# ---- serial_add_sub ----
Figure 1. The metal 2 layer (serial_add_sub).
(6 px per um)
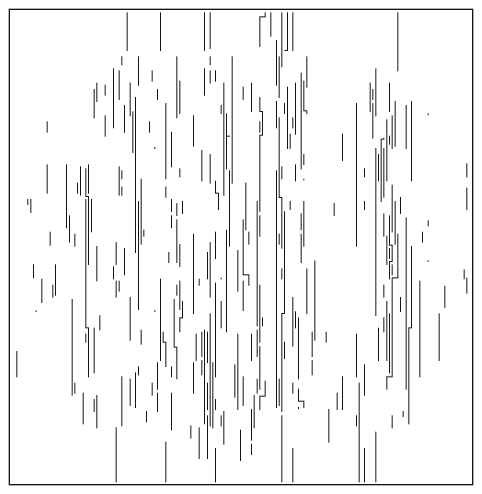

$ cat src/rtl/serial_add_sub.sv
// Bit-serial adder/subtractor: one shared full-adder step per clock, LSB first.
// Reports sum, carry-out (inverted borrow when subtracting) and signed overflow.
module serial_add_sub #(
   parameter int WIDTH = 8
) (
   input  logic             clk,
   input  logic             rst_n,
   input  logic             start,
   input  logic             sub,
   input  logic [WIDTH-1:0] a,
   input  logic [WIDTH-1:0] b,
   output logic             busy,
   output logic             done,
   output logic [WIDTH-1:0] sum,
   output logic             carry_out,
   output logic             overflow,
   output logic [1:0]       dbg_state,
   output logic             dbg_sub
);

   // Handshake: start is taken on any rising edge where busy is low (IDLE or DONE);
   // while busy is high start is ignored. done marks sum/carry_out/overflow valid.
   localparam int CW = (WIDTH > 2) ? $clog2(WIDTH) : 1;

   typedef enum logic [1:0] {
      IDLE = 2'd0,
      RUN  = 2'd1,
      DONE = 2'd2
   } state_t;

   state_t           state, state_nxt;
   logic [WIDTH-1:0] a_r, b_r;
   logic             c_r, sub_r;
   logic [CW-1:0]    cnt;
   logic             accept, last, s_bit, c_nxt;

   assign accept = start && (state != RUN);
   assign last   = (cnt == CW'(WIDTH-1));
   assign s_bit  = a_r[0] ^ b_r[0] ^ c_r;
   assign c_nxt  = (a_r[0] & b_r[0]) | (a_r[0] & c_r) | (b_r[0] & c_r);

   assign busy      = (state == RUN);
   assign done      = (state == DONE);
   assign dbg_state = state;
   assign dbg_sub   = sub_r;

   always_ff @(posedge clk or negedge rst_n) begin
      if (!rst_n) state <= IDLE;
      else        state <= state_nxt;
   end

   always_comb begin
      state_nxt = state;
      case (state)
         IDLE:    if (start) state_nxt = RUN;
         RUN:     if (last)  state_nxt = DONE;
         DONE:    state_nxt = start ? RUN : IDLE;
         default: state_nxt = IDLE;
      endcase
   end

   // Subtraction is a + ~b + 1: invert b on load and seed the carry with 1.
   always_ff @(posedge clk or negedge rst_n) begin
      if (!rst_n) begin
         a_r       <= '0;
         b_r       <= '0;
         c_r       <= 1'b0;
         sub_r     <= 1'b0;
         cnt       <= '0;
         sum       <= '0;
         carry_out <= 1'b0;
         overflow  <= 1'b0;
      end else if (accept) begin
         a_r   <= a;
         b_r   <= sub ? ~b : b;
         c_r   <= sub;
         sub_r <= sub;
         cnt   <= '0;
      end else if (state == RUN) begin
         a_r <= a_r >> 1;
         b_r <= b_r >> 1;
         c_r <= c_nxt;
         sum <= {s_bit, sum[WIDTH-1:1]};
         cnt <= cnt + CW'(1);
         // On the MSB step c_r is the carry in, c_nxt the carry out.
         if (last) begin
            carry_out <= c_nxt;
            overflow  <= c_r ^ c_nxt;
         end
      end
   end

endmodule
$ cat config.mk
export PLATFORM = sky130hd
export DESIGN_NAME = serial_add_sub
export DESIGN_NICKNAME = d
export VERILOG_FILES = /design/src/rtl/serial_add_sub.sv
export SDC_FILE = /design/constraint.sdc
export NUM_CORES = 1
export LEC_CHECK = 0
export CAP_MARGIN = 20
export CELL_PAD_IN_SITES_DETAIL_PLACEMENT = 1
export CELL_PAD_IN_SITES_GLOBAL_PLACEMENT = 1
export CORE_AREA = 2 2 75 77
export DETAILED_ROUTE_END_ITERATION = 10
export DIE_AREA = 0 0 77 79
export GPL_ROUTABILITY_DRIVEN = 1
export PLACE_DENSITY_LB_ADDON = 0.1
export RECOVER_POWER = 100
export SETUP_SLACK_MARGIN = 0.02
export SYNTH_ARGS = -nofsm -noshare
export SYNTH_HDL_FRONTEND = slang
export SYNTH_SLANG_ARGS = --single-unit
$ cat constraint.sdc
create_clock -name clk -period 1.43 [get_ports clk]
set_input_delay 0.286 -clock clk [delete_from_list [all_inputs] [get_ports clk]]
set_output_delay 0.286 -clock clk [all_outputs]
set_load 0.01 [all_outputs]
# ---- frame_acq_sequencer ----
$ cat config.mk
export PLATFORM = sky130hd
export DESIGN_NAME = frame_acq_sequencer
export DESIGN_NICKNAME = d
export VERILOG_FILES = /design/src/rtl/frame_acq_pkg.sv /design/src/rtl/frame_acq_csr.sv /design/src/rtl/frame_acq_sequencer.sv
export SDC_FILE = /design/constraint.sdc
export NUM_CORES = 1
export LEC_CHECK = 0
export CAP_MARGIN = 25
export CORE_MARGIN = 8
export CORE_UTILIZATION = 40
export DETAILED_ROUTE_END_ITERATION = 12
export HOLD_SLACK_MARGIN = 0.02
export PLACE_DENSITY_LB_ADDON = 0.15
export SLEW_MARGIN = 10
export SYNTH_ARGS = -nofsm -noshare
export SYNTH_HDL_FRONTEND = slang
export SYNTH_SLANG_ARGS = --single-unit
$ cat constraint.sdc
create_clock -name clk_clk -period 11.22 [get_ports clk_clk]
set_input_delay 2.244 -clock clk_clk [delete_from_list [all_inputs] [get_ports clk_clk]]
set_output_delay 2.244 -clock clk_clk [all_outputs]
set_load 0.01 [all_outputs]
$ cat src/rtl/frame_acq_pkg.sv
// Shared constants for the frame acquisition sequencer: CSR map, bit indices,
// FSM states and register reset values.
package frame_acq_pkg;

   localparam logic [2:0] ADDR_CTRL       = 3'd0;
   localparam logic [2:0] ADDR_STATUS     = 3'd1;
   localparam logic [2:0] ADDR_PERIOD     = 3'd2;
   localparam logic [2:0] ADDR_NFRAMES    = 3'd3;
   localparam logic [2:0] ADDR_TIMEOUT    = 3'd4;
   localparam logic [2:0] ADDR_FRAME_NUM  = 3'd5;
   localparam logic [2:0] ADDR_TRIG_COUNT = 3'd6;

   localparam int CTRL_START  = 0;
   localparam int CTRL_STOP   = 1;
   localparam int CTRL_CONT   = 2;
   localparam int CTRL_IRQ_EN = 3;

   localparam int ST_BUSY     = 0;
   localparam int ST_DONE     = 1;
   localparam int ST_TIMEOUT  = 2;
   localparam int ST_OVERRUN  = 3;
   localparam int ST_SPURIOUS = 4;

   localparam logic [31:0] DEF_PERIOD  = 32'd1000;
   localparam logic [31:0] DEF_NFRAMES = 32'd1;
   localparam logic [31:0] DEF_TIMEOUT = 32'd0;

   typedef enum logic [2:0] {
      IDLE = 3'd0,
      RSTS = 3'd1,
      TRIG = 3'd2,
      WAIT = 3'd3,
      GAP  = 3'd4,
      FIN  = 3'd5
   } state_t;

endpackage

$ cat src/rtl/frame_acq_csr.sv
// Avalon-MM register file: control strobes, sticky W1C status, timing registers
// and a registered read mux (one cycle read latency).
module frame_acq_csr
   import frame_acq_pkg::*;
#(
   parameter int CNT_W = 27,
   parameter int TMR_W = 32
) (
   input  logic             clk_clk,
   input  logic             rst_reset,
   input  logic [2:0]       avs_address,
   input  logic             avs_write,
   input  logic             avs_read,
   input  logic [31:0]      avs_writedata,
   output logic [31:0]      avs_readdata,
   input  logic             busy,
   input  logic             set_done,
   input  logic             set_timeout,
   input  logic             set_overrun,
   input  logic             set_spurious,
   input  logic [CNT_W-1:0] frame_num,
   input  logic [31:0]      trig_count,
   output logic             start,
   output logic             stop,
   output logic             cont,
   output logic             irq,
   output logic [TMR_W-1:0] period,
   output logic [TMR_W-1:0] nframes,
   output logic [TMR_W-1:0] timeout
);

   logic        wr_ctrl;
   logic        wr_status;
   logic        irq_en;
   logic [4:1]  sticky;
   logic [4:1]  set_vec;
   logic [4:1]  w1c_vec;
   logic [31:0] rd_mux;

   assign wr_ctrl   = avs_write && (avs_address == ADDR_CTRL);
   assign wr_status = avs_write && (avs_address == ADDR_STATUS);
   // STOP dominates START when both arrive in one write
   assign start     = wr_ctrl && avs_writedata[CTRL_START] && !avs_writedata[CTRL_STOP];
   assign stop      = wr_ctrl && avs_writedata[CTRL_STOP];
   assign set_vec   = {set_spurious, set_overrun, set_timeout, set_done};
   assign w1c_vec   = wr_status ? avs_writedata[ST_SPURIOUS:ST_DONE] : 4'b0000;
   assign irq       = irq_en && (sticky[ST_DONE] || sticky[ST_TIMEOUT]);

   always_comb begin
      rd_mux = '0;
      case (avs_address)
         ADDR_CTRL: begin
            rd_mux[CTRL_CONT]   = cont;
            rd_mux[CTRL_IRQ_EN] = irq_en;
         end
         ADDR_STATUS: begin
            rd_mux[ST_BUSY]              = busy;
            rd_mux[ST_SPURIOUS:ST_DONE]  = sticky;
         end
         ADDR_PERIOD:     rd_mux = 32'(period);
         ADDR_NFRAMES:    rd_mux = 32'(nframes);
         ADDR_TIMEOUT:    rd_mux = 32'(timeout);
         ADDR_FRAME_NUM:  rd_mux = 32'(frame_num);
         ADDR_TRIG_COUNT: rd_mux = trig_count;
         default:         rd_mux = '0;
      endcase
   end

   always_ff @(posedge clk_clk or posedge rst_reset) begin
      if (rst_reset) begin
         cont         <= 1'b0;
         irq_en       <= 1'b0;
         sticky       <= '0;
         period       <= TMR_W'(DEF_PERIOD);
         nframes      <= TMR_W'(DEF_NFRAMES);
         timeout      <= TMR_W'(DEF_TIMEOUT);
         avs_readdata <= '0;
      end else begin
         if (wr_ctrl) begin
            cont   <= avs_writedata[CTRL_CONT];
            irq_en <= avs_writedata[CTRL_IRQ_EN];
         end
         if (avs_write && (avs_address == ADDR_PERIOD))  period  <= TMR_W'(avs_writedata);
         if (avs_write && (avs_address == ADDR_NFRAMES)) nframes <= TMR_W'(avs_writedata);
         if (avs_write && (avs_address == ADDR_TIMEOUT)) timeout <= TMR_W'(avs_writedata);
         // a set event in the same cycle as a W1C keeps the bit
         sticky <= set_vec | (sticky & ~w1c_vec);
         if (avs_read) avs_readdata <= rd_mux;
      end
   end

endmodule

$ cat src/rtl/frame_acq_sequencer.sv
// Frame acquisition sequencer: sensor reset pulse, periodic triggers, frame
// counting on frame_done rising edges, frame-count/period/timeout enforcement.
module frame_acq_sequencer
   import frame_acq_pkg::*;
#(
   parameter int CNT_W    = 27,
   parameter int TMR_W    = 32,
   parameter int RST_HOLD = 4
) (
   input  logic             clk_clk,
   input  logic             rst_reset,
   input  logic [2:0]       avs_address,
   input  logic             avs_write,
   input  logic             avs_read,
   input  logic [31:0]      avs_writedata,
   output logic [31:0]      avs_readdata,
   input  logic             frame_done,
   output logic             trig_out,
   output logic             sensor_rst,
   output logic             busy,
   output logic             irq,
   output logic [CNT_W-1:0] frame_num
);

   localparam int HW = $clog2(RST_HOLD + 1);

   state_t           state, state_d;
   logic             start, stop, cont;
   logic [TMR_W-1:0] period, nframes, timeout;
   logic [TMR_W-1:0] per_eff, per_cnt, to_cnt, nframes_q;
   logic             to_en;
   logic [HW-1:0]    hold_cnt;
   logic [31:0]      trig_count;
   logic             done_q, fd_edge;
   logic             hold_last, per_exp, to_hit, last_frame;
   logic             set_done, set_timeout, set_overrun, set_spurious;
   logic             frame_inc, run_clr;

   assign fd_edge    = frame_done && !done_q;
   assign hold_last  = (hold_cnt == HW'(RST_HOLD - 1));
   assign per_eff    = (period < TMR_W'(2)) ? TMR_W'(2) : period;
   assign per_exp    = (per_cnt <= TMR_W'(1));
   assign to_hit     = to_en && (to_cnt == '0);
   assign last_frame = !cont && ((TMR_W'(frame_num) + TMR_W'(1)) == nframes_q);

   assign trig_out   = (state == TRIG);
   assign sensor_rst = (state == RSTS);
   assign busy       = (state != IDLE);

   always_comb begin
      state_d      = state;
      set_done     = 1'b0;
      set_timeout  = 1'b0;
      set_overrun  = 1'b0;
      set_spurious = 1'b0;
      frame_inc    = 1'b0;
      run_clr      = 1'b0;
      case (state)
         IDLE: if (start) begin
            state_d = RSTS;
            run_clr = 1'b1;
         end
         RSTS: if (hold_last) state_d = ((nframes == '0) && !cont) ? FIN : TRIG;
         TRIG: state_d = WAIT;
         WAIT: begin
            // an edge on the timeout cycle is counted and suppresses the timeout
            if (fd_edge) begin
               frame_inc = 1'b1;
               if (last_frame) state_d = FIN;
               else if (per_exp) begin
                  set_overrun = 1'b1;
                  state_d     = TRIG;
               end else state_d = GAP;
            end else if (to_hit) begin
               set_timeout = 1'b1;
               state_d     = IDLE;
            end
         end
         GAP: if (per_exp) state_d = TRIG;
         FIN: begin
            set_done = 1'b1;
            state_d  = IDLE;
         end
         default: state_d = IDLE;
      endcase
      if (fd_edge && (state != IDLE) && (state != WAIT)) set_spurious = 1'b1;
      if (stop && (state != IDLE)) begin
         state_d     = IDLE;
         frame_inc   = 1'b0;
         set_done    = 1'b0;
         set_timeout = 1'b0;
         set_overrun = 1'b0;
      end
   end

   always_ff @(posedge clk_clk or posedge rst_reset) begin
      if (rst_reset) begin
         state      <= IDLE;
         done_q     <= 1'b0;
         hold_cnt   <= '0;
         frame_num  <= '0;
         trig_count <= '0;
         per_cnt    <= '0;
         to_cnt     <= '0;
         to_en      <= 1'b0;
         nframes_q  <= TMR_W'(DEF_NFRAMES);
      end else begin
         state    <= state_d;
         done_q   <= frame_done;
         hold_cnt <= (state == RSTS) ? hold_cnt + HW'(1) : '0;
         if (run_clr) begin
            frame_num  <= '0;
            trig_count <= '0;
         end else begin
            if (frame_inc) frame_num <= frame_num + CNT_W'(1);
            if (state == TRIG) trig_count <= trig_count + 32'd1;
         end
         // timing registers are sampled only at a trigger so mid-run writes wait for the next one
         if (state == TRIG) begin
            per_cnt   <= per_eff - TMR_W'(1);
            to_cnt    <= timeout - TMR_W'(1);
            to_en     <= (timeout != '0);
            nframes_q <= nframes;
         end else if ((state == WAIT) || (state == GAP)) begin
            if (per_cnt != '0) per_cnt <= per_cnt - TMR_W'(1);
            if (to_cnt != '0)  to_cnt  <= to_cnt - TMR_W'(1);
         end
      end
   end

   frame_acq_csr #(.CNT_W(CNT_W), .TMR_W(TMR_W)) u_csr (
      .clk_clk      (clk_clk),
      .rst_reset    (rst_reset),
      .avs_address  (avs_address),
      .avs_write    (avs_write),
      .avs_read     (avs_read),
      .avs_writedata(avs_writedata),
      .avs_readdata (avs_readdata),
      .busy         (busy),
      .set_done     (set_done),
      .set_timeout  (set_timeout),
      .set_overrun  (set_overrun),
      .set_spurious (set_spurious),
      .frame_num    (frame_num),
      .trig_count   (trig_count),
      .start        (start),
      .stop         (stop),
      .cont         (cont),
      .irq          (irq),
      .period       (period),
      .nframes      (nframes),
      .timeout      (timeout)
   );

endmodule

# ---- intr_ctrl4 ----
### src/rtl/intr_pkg.sv
// intr_pkg: shared constants, state encoding and helpers for intr_ctrl4.
//   NSRC      number of interrupt sources
//   IDW       width of the granted source index
//   ST_IDLE   encoding of the idle state
//   ST_GRANT  encoding of the grant-outstanding state
//   id2mask   converts a source index into a one-hot source vector
package intr_pkg;

  localparam int NSRC = 4;
  localparam int IDW  = 2;

  localparam logic ST_IDLE  = 1'b0;
  localparam logic ST_GRANT = 1'b1;

  typedef enum logic {
    S_IDLE  = ST_IDLE,
    S_GRANT = ST_GRANT
  } state_e;

  function automatic logic [NSRC-1:0] id2mask(input logic [IDW-1:0] id);
    logic [NSRC-1:0] m;
    m     = '0;
    m[id] = 1'b1;
    return m;
  endfunction

endpackage

### src/rtl/p_encoder4to2.sv
// p_encoder4to2: combinational 4-to-2 priority encoder.
//   D  in  4  request vector; bit 3 has the highest priority
//   A  out 2  index of the highest set bit (00 when D is all zero)
module p_encoder4to2 (
  input  logic [3:0] D,
  output logic [1:0] A
);

  always_comb begin
    A = 2'd0;
    if (D[3])      A = 2'd3;
    else if (D[2]) A = 2'd2;
    else if (D[1]) A = 2'd1;
  end

endmodule

### src/rtl/intr_ctrl4.sv
// intr_ctrl4: four-source interrupt controller. Captures requests into a
// pending register, masks them, priority-encodes the eligible set and holds
// the winning index on a valid/ready handshake until it is accepted.
//   EDGE_MODE  1 = set on rising edge of req, 0 = set every cycle req is high
//   clk        rising-edge clock
//   rst        synchronous active-high reset
//   req        raw request lines (bit 3 highest priority)
//   mask       per-source enable, 1 = eligible
//   irq_valid  grant presented
//   irq_ready  consumer accepts grant
//   irq_id     granted source index
//   pending    pending register
//   overflow   one-cycle pulse: set event on an already pending bit
module intr_ctrl4
  import intr_pkg::*;
#(
  parameter int EDGE_MODE = 1
) (
  input  logic            clk,
  input  logic            rst,
  input  logic [NSRC-1:0] req,
  input  logic [NSRC-1:0] mask,
  output logic            irq_valid,
  input  logic            irq_ready,
  output logic [IDW-1:0]  irq_id,
  output logic [NSRC-1:0] pending,
  output logic            overflow
);

  state_e          r_state, w_state_nxt;
  logic [NSRC-1:0] r_req_q;
  logic [NSRC-1:0] r_pending;
  logic            r_irq_valid;
  logic [IDW-1:0]  r_irq_id;
  logic            r_overflow;

  logic [NSRC-1:0] w_set;
  logic [NSRC-1:0] w_clr;
  logic [NSRC-1:0] w_eligible;
  logic [IDW-1:0]  w_enc_id;
  logic            w_hs;
  logic            w_load;

  assign w_set      = (EDGE_MODE != 0) ? (req & ~r_req_q) : req;
  assign w_hs       = r_irq_valid & irq_ready;
  assign w_clr      = w_hs ? id2mask(r_irq_id) : '0;
  assign w_eligible = r_pending & mask;

  p_encoder4to2 u_enc (
    .D (w_eligible),
    .A (w_enc_id)
  );

  always_comb begin
    w_state_nxt = r_state;
    w_load      = 1'b0;
    case (r_state)
      S_IDLE: begin
        if (|w_eligible) begin
          w_state_nxt = S_GRANT;
          w_load      = 1'b1;
        end
      end
      S_GRANT: begin
        if (w_hs) w_state_nxt = S_IDLE;
      end
      default: w_state_nxt = S_IDLE;
    endcase
  end

  always_ff @(posedge clk) begin
    if (rst) begin
      r_state     <= S_IDLE;
      r_req_q     <= '0;
      r_pending   <= '0;
      r_irq_valid <= 1'b0;
      r_irq_id    <= '0;
      r_overflow  <= 1'b0;
    end else begin
      r_state     <= w_state_nxt;
      r_req_q     <= req;
      // set is applied after clear so a same-cycle set wins
      r_pending   <= (r_pending & ~w_clr) | w_set;
      r_irq_valid <= (w_state_nxt == S_GRANT);
      if (w_load) r_irq_id <= w_enc_id;
      // a bit being cleared this cycle absorbs its new set without loss
      r_overflow  <= |(w_set & r_pending & ~w_clr);
    end
  end

  assign irq_valid = r_irq_valid;
  assign irq_id    = r_irq_id;
  assign pending   = r_pending;
  assign overflow  = r_overflow;

endmodule

### config.mk
export PLATFORM = sky130hd
export DESIGN_NAME = intr_ctrl4
export DESIGN_NICKNAME = d
export VERILOG_FILES = /design/src/rtl/intr_pkg.sv /design/src/rtl/p_encoder4to2.sv /design/src/rtl/intr_ctrl4.sv
export SDC_FILE = /design/constraint.sdc
export NUM_CORES = 1
export LEC_CHECK = 0
export CAP_MARGIN = 20
export CORE_AREA = 10 10 47 49
export DETAILED_ROUTE_END_ITERATION = 8
export DIE_AREA = 0 0 57 59
export GPL_TIMING_DRIVEN = 0
export PLACE_DENSITY = 0.78
export SLEW_MARGIN = 5
export SYNTH_ARGS = -nofsm -noshare
export SYNTH_HDL_FRONTEND = slang
export SYNTH_SLANG_ARGS = --single-unit
### constraint.sdc
create_clock -name clk -period 2.25 [get_ports clk]
set_clock_uncertainty 0.2 [all_clocks]
set_input_delay 0.45 -clock clk [delete_from_list [all_inputs] [get_ports clk]]
set_output_delay 0.45 -clock clk [all_outputs]
set_load 0.02 [all_outputs]
Figure 2. The metal 2 layer (frame_acq_sequencer).
(2 px per um)
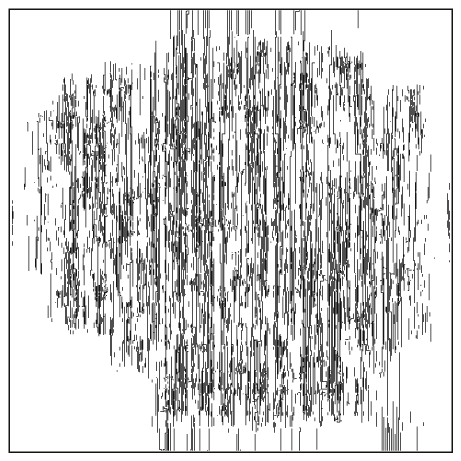
main direction: vertical
share of all routed wire: 46%
Post-Route WL: 57200 um
grt met2 use: 37.0%
DR vias: 14241

==> qor.yml, frame_acq_sequencer <==
outcome: "complete, no violations"
clk-power_mw: 1.20
comb_area_share_pct: 45.4
gr-max-usage-layer: "met2"
finalHoldWorstSlack_ns: 0.437
num_io_pins: 103
yosysWarnings: 0
sh_seq_area_pct: 38.2
startpoint: "u_csr.period[23]"
maxSlewHeadroom_pct: 31.8
finalSetupViolations: 0
final_antenna_net_count: 0
h-tree-depth: 2
crit_path_max_incr_delay_ns: 0.66
n_tap_cell: 539
holdBufCountCts: 0
ys_seq_elements: 297
p_seq_mw: 1.95
synth_nets: 1815
ys_sh_adder_pct: 0.597
fin_skew_ns: 0.0403
end_kind: "flop"
drv_slew: 0
tritoncts: "yes"
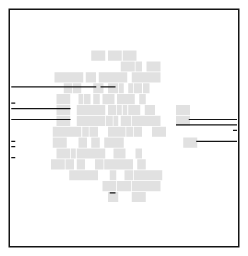
Figure 3: intr_ctrl4, signal wires on met3.
(4 px per um) Cells faint in the background.
share of all routed wire: 8.8%
nets with wire on the layer: 12
DR vias: 430
met3 usage: 4.08%
Post-Route WL: 1070 um

Figure 4. Pin map (intr_ctrl4).
(8 px per um) Pins as bars across the die edge, other pins in grey.
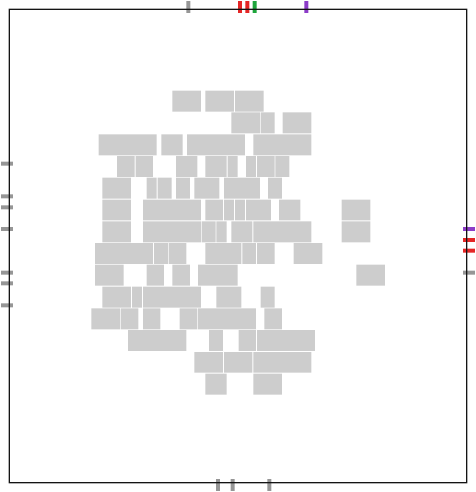
[purple] `irq_id` | pins: 2 | direction: output | edge: 1 east, 1 north
[red] `mask` | pins: 4 | direction: input | edge: 2 east, 2 north
[green] `irq_valid` | pins: 1 | direction: output | edge: north
all pins by edge: 7 west, 5 north, 4 east, 3 south
port bufs: 18
Die H: 59 um
Die X: 57 um

==> qor.yml, intr_ctrl4 <==
outcome: "complete, no violations"
grt_antenna_before_repair: 0
fillers: 140
inv_count: 0
fp_util_pct: 33.7
reg2reg_to: "overflow"
power_density_mw_per_mm2: 748
tritoncts: "yes"
cts_inserted_buffers: 3
h-tree-depth: 1
top_cells_by_area: "dfxtp_1, nor2b_1, a21oi_1"
sh_seq_area_pct: 33.9
yosysWarnings: 0
fin_crit_sh_pct: 90.5
dr.pass1.iters: 4
finalSetupViolations: 0
grt_max_degree: 11
synth_nets: 61
min_path_type: "flop to flop"
crit_path_cell_trace: "clkdlybuf4s50_1"
ys_seq_elements: 12
route.layer.met1.wl_um: 490
clock.fmax_ghz: 0.491
p_total_mw: 0.530
combinationalPowerShare_pct: 20.0
ys_sh_adder_pct: 0
warnings: 26
ys_area_um2: 472
lay_top_cells: "clkdlybuf4s50_1, dfxtp_1, a21oi_1"
power_top_consumer: "registers"
ys_sh_xor_pct: 0
syn_inst: 50
maxSlewHeadroom_pct: 71.1
top_cell_area_share_pct: 50.9
crit_path_end: "irq_valid"
p_leak_nw: 0.252
grt_pass1_wl_um: 1770
clock-sinks: 12
p_comb_mw: 0.106
r2r_slack_ns: 0.92
clock_buffers: 4
wire_per_inst_um: 12.2
p_seq_mw: 0.249
mappedNetlistArea_um2: 472
ys_types: 21
common_cells: "dfxtp_1, a21oi_1, nor2b_1"
crit_required_ns: 1.60
Figure 5. Signal wires on met3 (serial_add_sub).
(4 px per um) Cells faint in the background.
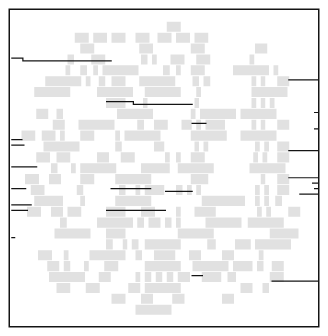
share of all routed wire: 4.4%
wire length on this layer: 150 um
main direction: horizontal

Figure 6. Track usage over the die (serial_add_sub).
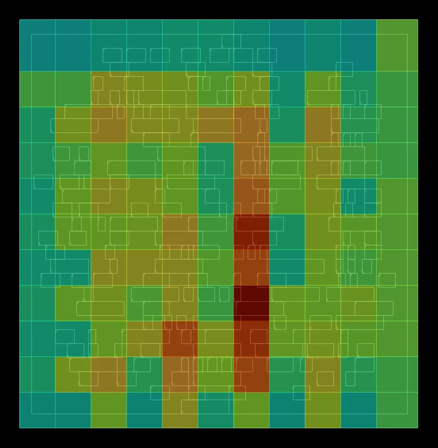
overall global routing resource usage: 12.0%
WL per Instance: 13.0 um
GR Util met1: 14.0%

Notes on Figure 1 above:
longest straight run: 39.4 um
nets with wire on the layer: 178
main direction: vertical
wire length on this layer: 1630 um
share of all routed wire: 48%
grt met2 use: 19.7%
Post-Route WL: 3380 um
DR vias: 1156

==> qor.yml, serial_add_sub <==
buffers: 43
cts_buffer_depth: 2
top_layer_used: "met4"
ff_type: "dfrtp_1"
synth_area_per_cell_um2: 10.3
synth-edff-count: 0
place_ws_ns: -0.0725
grt_util_met3_pct: 3.98
dr.pass1.iters: 4
ys_async_sr_fraction_pct: 100
core-area_mm2: 0.00534
area_growth_pct: 38.9
outcome: "complete, no violations"
grt_antenna_before_repair: 0
die_h_um: 79
yosysWarnings: 0

==> screenshots <==
Met1 routing.
Plate I
(6 px per um) Cells faint in the background.
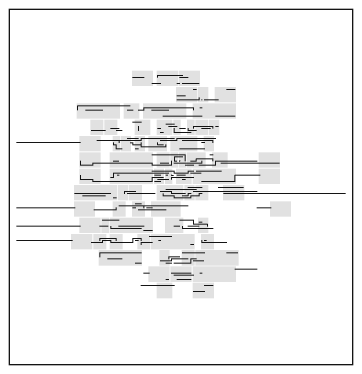
Plate II
(4 px per um) Cells faint in the background.
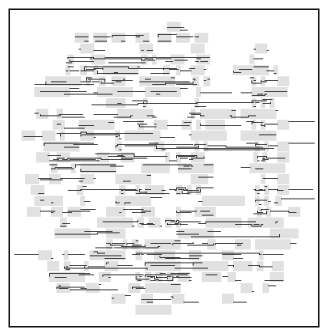
Plate III
(1.5 px per um) Cells faint in the background.
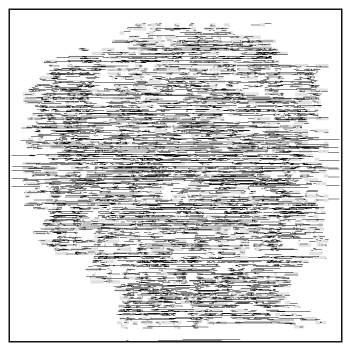
| from | picture |
|---|---|
| serial_add_sub | Plate II |
| intr_ctrl4 | Plate I |
| frame_acq_sequencer | Plate III |
- smallest die: Plate I
- largest die: Plate III

Key to Plate III:
nets with wire on the layer: 1747
share of all routed wire: 44%
wire length on this layer: 25.2 mm
longest straight run: 74.5 um


# ---- modn_updown_counter ----
Figure 7. Met1 routing (modn_updown_counter).
(4 px per um) Cells faint in the background.
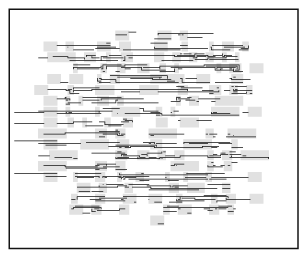
Figure 8. The metal 2 layer (modn_updown_counter).
(6 px per um)
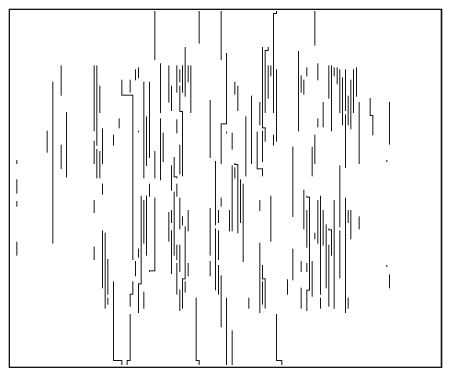
File: config.mk
export PLATFORM = sky130hd
export DESIGN_NAME = modn_updown_counter
export DESIGN_NICKNAME = d
export VERILOG_FILES = /design/src/rtl/modn_updown_counter.sv
export SDC_FILE = /design/constraint.sdc
export NUM_CORES = 1
export LEC_CHECK = 0
export ABC_AREA = 0
export CAP_MARGIN = 20
export CELL_PAD_IN_SITES_DETAIL_PLACEMENT = 2
export CELL_PAD_IN_SITES_GLOBAL_PLACEMENT = 2
export CORE_ASPECT_RATIO = 0.8
export CORE_MARGIN = 5
export CORE_UTILIZATION = 27
export DETAILED_ROUTE_END_ITERATION = 10
export PLACE_DENSITY_LB_ADDON = 0.1
export RECOVER_POWER = 25
export SYNTH_ARGS = -nofsm -noshare
export SYNTH_HDL_FRONTEND = slang
export SYNTH_SLANG_ARGS = --single-unit
File: constraint.sdc
create_clock -name clk -period 2.6 [get_ports clk]
set_clock_uncertainty 0.05 [all_clocks]
set_input_delay 0.26 -clock clk [delete_from_list [all_inputs] [get_ports clk]]
set_output_delay 0.26 -clock clk [all_outputs]
set_load 0.02 [all_outputs]
File: src/rtl/modn_updown_counter.sv
// Modulo-N up/down counter with load clamp, wrap/saturate mode and a sticky wrap-event tally.
// Latency: count, load_err and wrap_cnt update one edge after their inputs; tc, at_max and at_min are combinational.
// Backpressure: none; en=0 stalls the count, and a cascade feeds tc into the next stage's en.
module modn_updown_counter #(
    parameter int MODULUS  = 10,
    parameter bit SATURATE = 1'b0,
    parameter int TALLY_W  = 8,
    localparam int WIDTH   = (MODULUS < 2) ? 1 : $clog2(MODULUS)
) (
    input  logic               clk,
    input  logic               reset,
    input  logic               en,
    input  logic               up,
    input  logic               load,
    input  logic [WIDTH-1:0]   load_val,
    output logic [WIDTH-1:0]   count,
    output logic               tc,
    output logic               at_max,
    output logic               at_min,
    output logic               load_err,
    output logic [TALLY_W-1:0] wrap_cnt
);

    localparam logic [WIDTH-1:0]   MAX_VAL   = WIDTH'(MODULUS - 1);
    localparam logic [WIDTH:0]     MOD_VAL   = (WIDTH + 1)'(MODULUS);
    localparam logic [WIDTH-1:0]   CNT_ONE   = WIDTH'(1);
    localparam logic [TALLY_W-1:0] TALLY_MAX = '1;
    localparam logic [TALLY_W-1:0] TALLY_ONE = TALLY_W'(1);

    generate
        if (MODULUS < 2) begin : g_bad_modulus
            $error("modn_updown_counter: MODULUS must be >= 2");
        end
    endgenerate

    logic [WIDTH-1:0] count_nxt;
    logic             load_oor;

    assign at_max   = (count == MAX_VAL);
    assign at_min   = (count == '0);
    assign tc       = en & ~load & (up ? at_max : at_min);
    // One extra bit so a power-of-2 modulus compares without truncation.
    assign load_oor = ({1'b0, load_val} >= MOD_VAL);

    always_comb begin
        count_nxt = count;
        if (load) begin
            count_nxt = load_oor ? MAX_VAL : load_val;
        end else if (en) begin
            if (up) begin
                if (!at_max) begin
                    count_nxt = count + CNT_ONE;
                end else if (!SATURATE) begin
                    count_nxt = '0;
                end
            end else begin
                if (!at_min) begin
                    count_nxt = count - CNT_ONE;
                end else if (!SATURATE) begin
                    count_nxt = MAX_VAL;
                end
            end
        end
    end

    always_ff @(posedge clk) begin
        if (reset) begin
            count    <= '0;
            load_err <= 1'b0;
            wrap_cnt <= '0;
        end else begin
            count    <= count_nxt;
            load_err <= load & load_oor;
            // A held terminal value in saturate mode keeps tc high, so each held cycle counts.
            if (tc && (wrap_cnt != TALLY_MAX)) begin
                wrap_cnt <= wrap_cnt + TALLY_ONE;
            end
        end
    end

endmodule

==> qor.yml <==
maxSlewHeadroom_pct: 65.0
clockRootBuffer: "clkbuf_8"
buffer_area_share_pct: 23.7
synth_area_per_cell_um2: 8.01
comb_cells: 72
crit_type: "primary input to output port"
grt_max_degree: 16
clk_share_pct: 3.94
buffers: 28
power_top_consumer: "registers"
largest_cell_class: "combinational gates"
route.met3.wl_um: 131
num_rows: 18
mux_area_share_pct: 0
place_ws_ns: 0.321
hold_start: "wrap_cnt[7]"
design_area_mm2: 0.00114
warnings: 26
cts_buffer_depth: 2
yosys-dominant-comb-family: "AND-OR/OR-AND gates"
n_tap_cell: 40
rsz0062_at_grt: "false"
cts_setup_buffers: 0
largest_reg_flops: 8
reg2reg_depth: 5
core-area_mm2: 0.00302
drv_cap: 0
fin_nets: 137
io_buffers: 24
p_comb_mw: 0.103
crit_path_max_incr_delay_ns: 0.64
dr_wl_met2_um: 1140
p_leak_nw: 0.418
drtIter0Drc: 17
cp_common_cell: "clkdlybuf4s50_1"
outcome: "complete, no violations"
yosys.stat.seqShare_pct: 31.6
chipArea_mm2: 0.00427
grt_util_met3_pct: 4.41
ys_sh_aoi_pct: 28.5
ys_async_sr_fraction_pct: 0
intPower_mw: 0.366
largest_registers: "wrap_cnt (8), count (4), load_err (1)"
fin_cells: 166
tritoncts: "yes"
lay_top_cells: "clkdlybuf4s50_1, dfxtp_1, inv_1"
grt_use_met2_pct: 21.1
worst_slew_pin_slew_ns: 0.523
fin_crit_sh_pct: 86.7
synth_nets: 113
grt_use_met1_pct: 18.6
ys_area_um2: 825
drc: 0
route.layer.met1.wl_um: 1370
power_density_mw_per_mm2: 443
setup-tns-final_ns: 0
## Picture notes: Figure 7
main direction: horizontal
share of all routed wire: 52%

## Picture notes: Figure 8
nets with wire on the layer: 123
share of all routed wire: 43%
main direction: vertical
longest straight run: 27.4 um
wire length on this layer: 1140 um
Post-Route WL: 2640 um
DR vias: 852



==> screenshots <==
Track usage over the die.
panel A
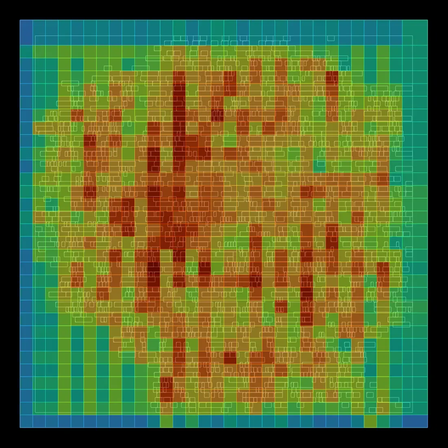
panel B
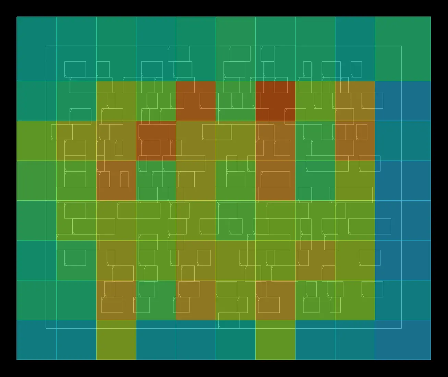
panel C
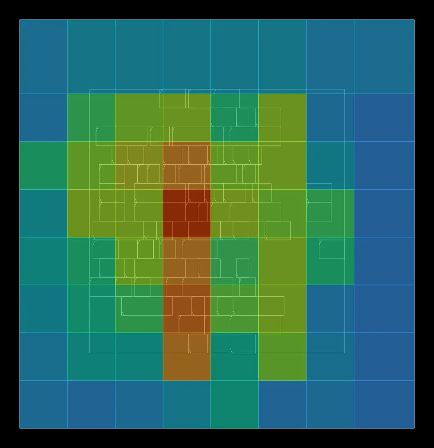
- frame_acq_sequencer = panel A
- modn_updown_counter = panel B
- intr_ctrl4 = panel C
Of these, lowest track usage: panel C
Of these, highest track usage: panel A

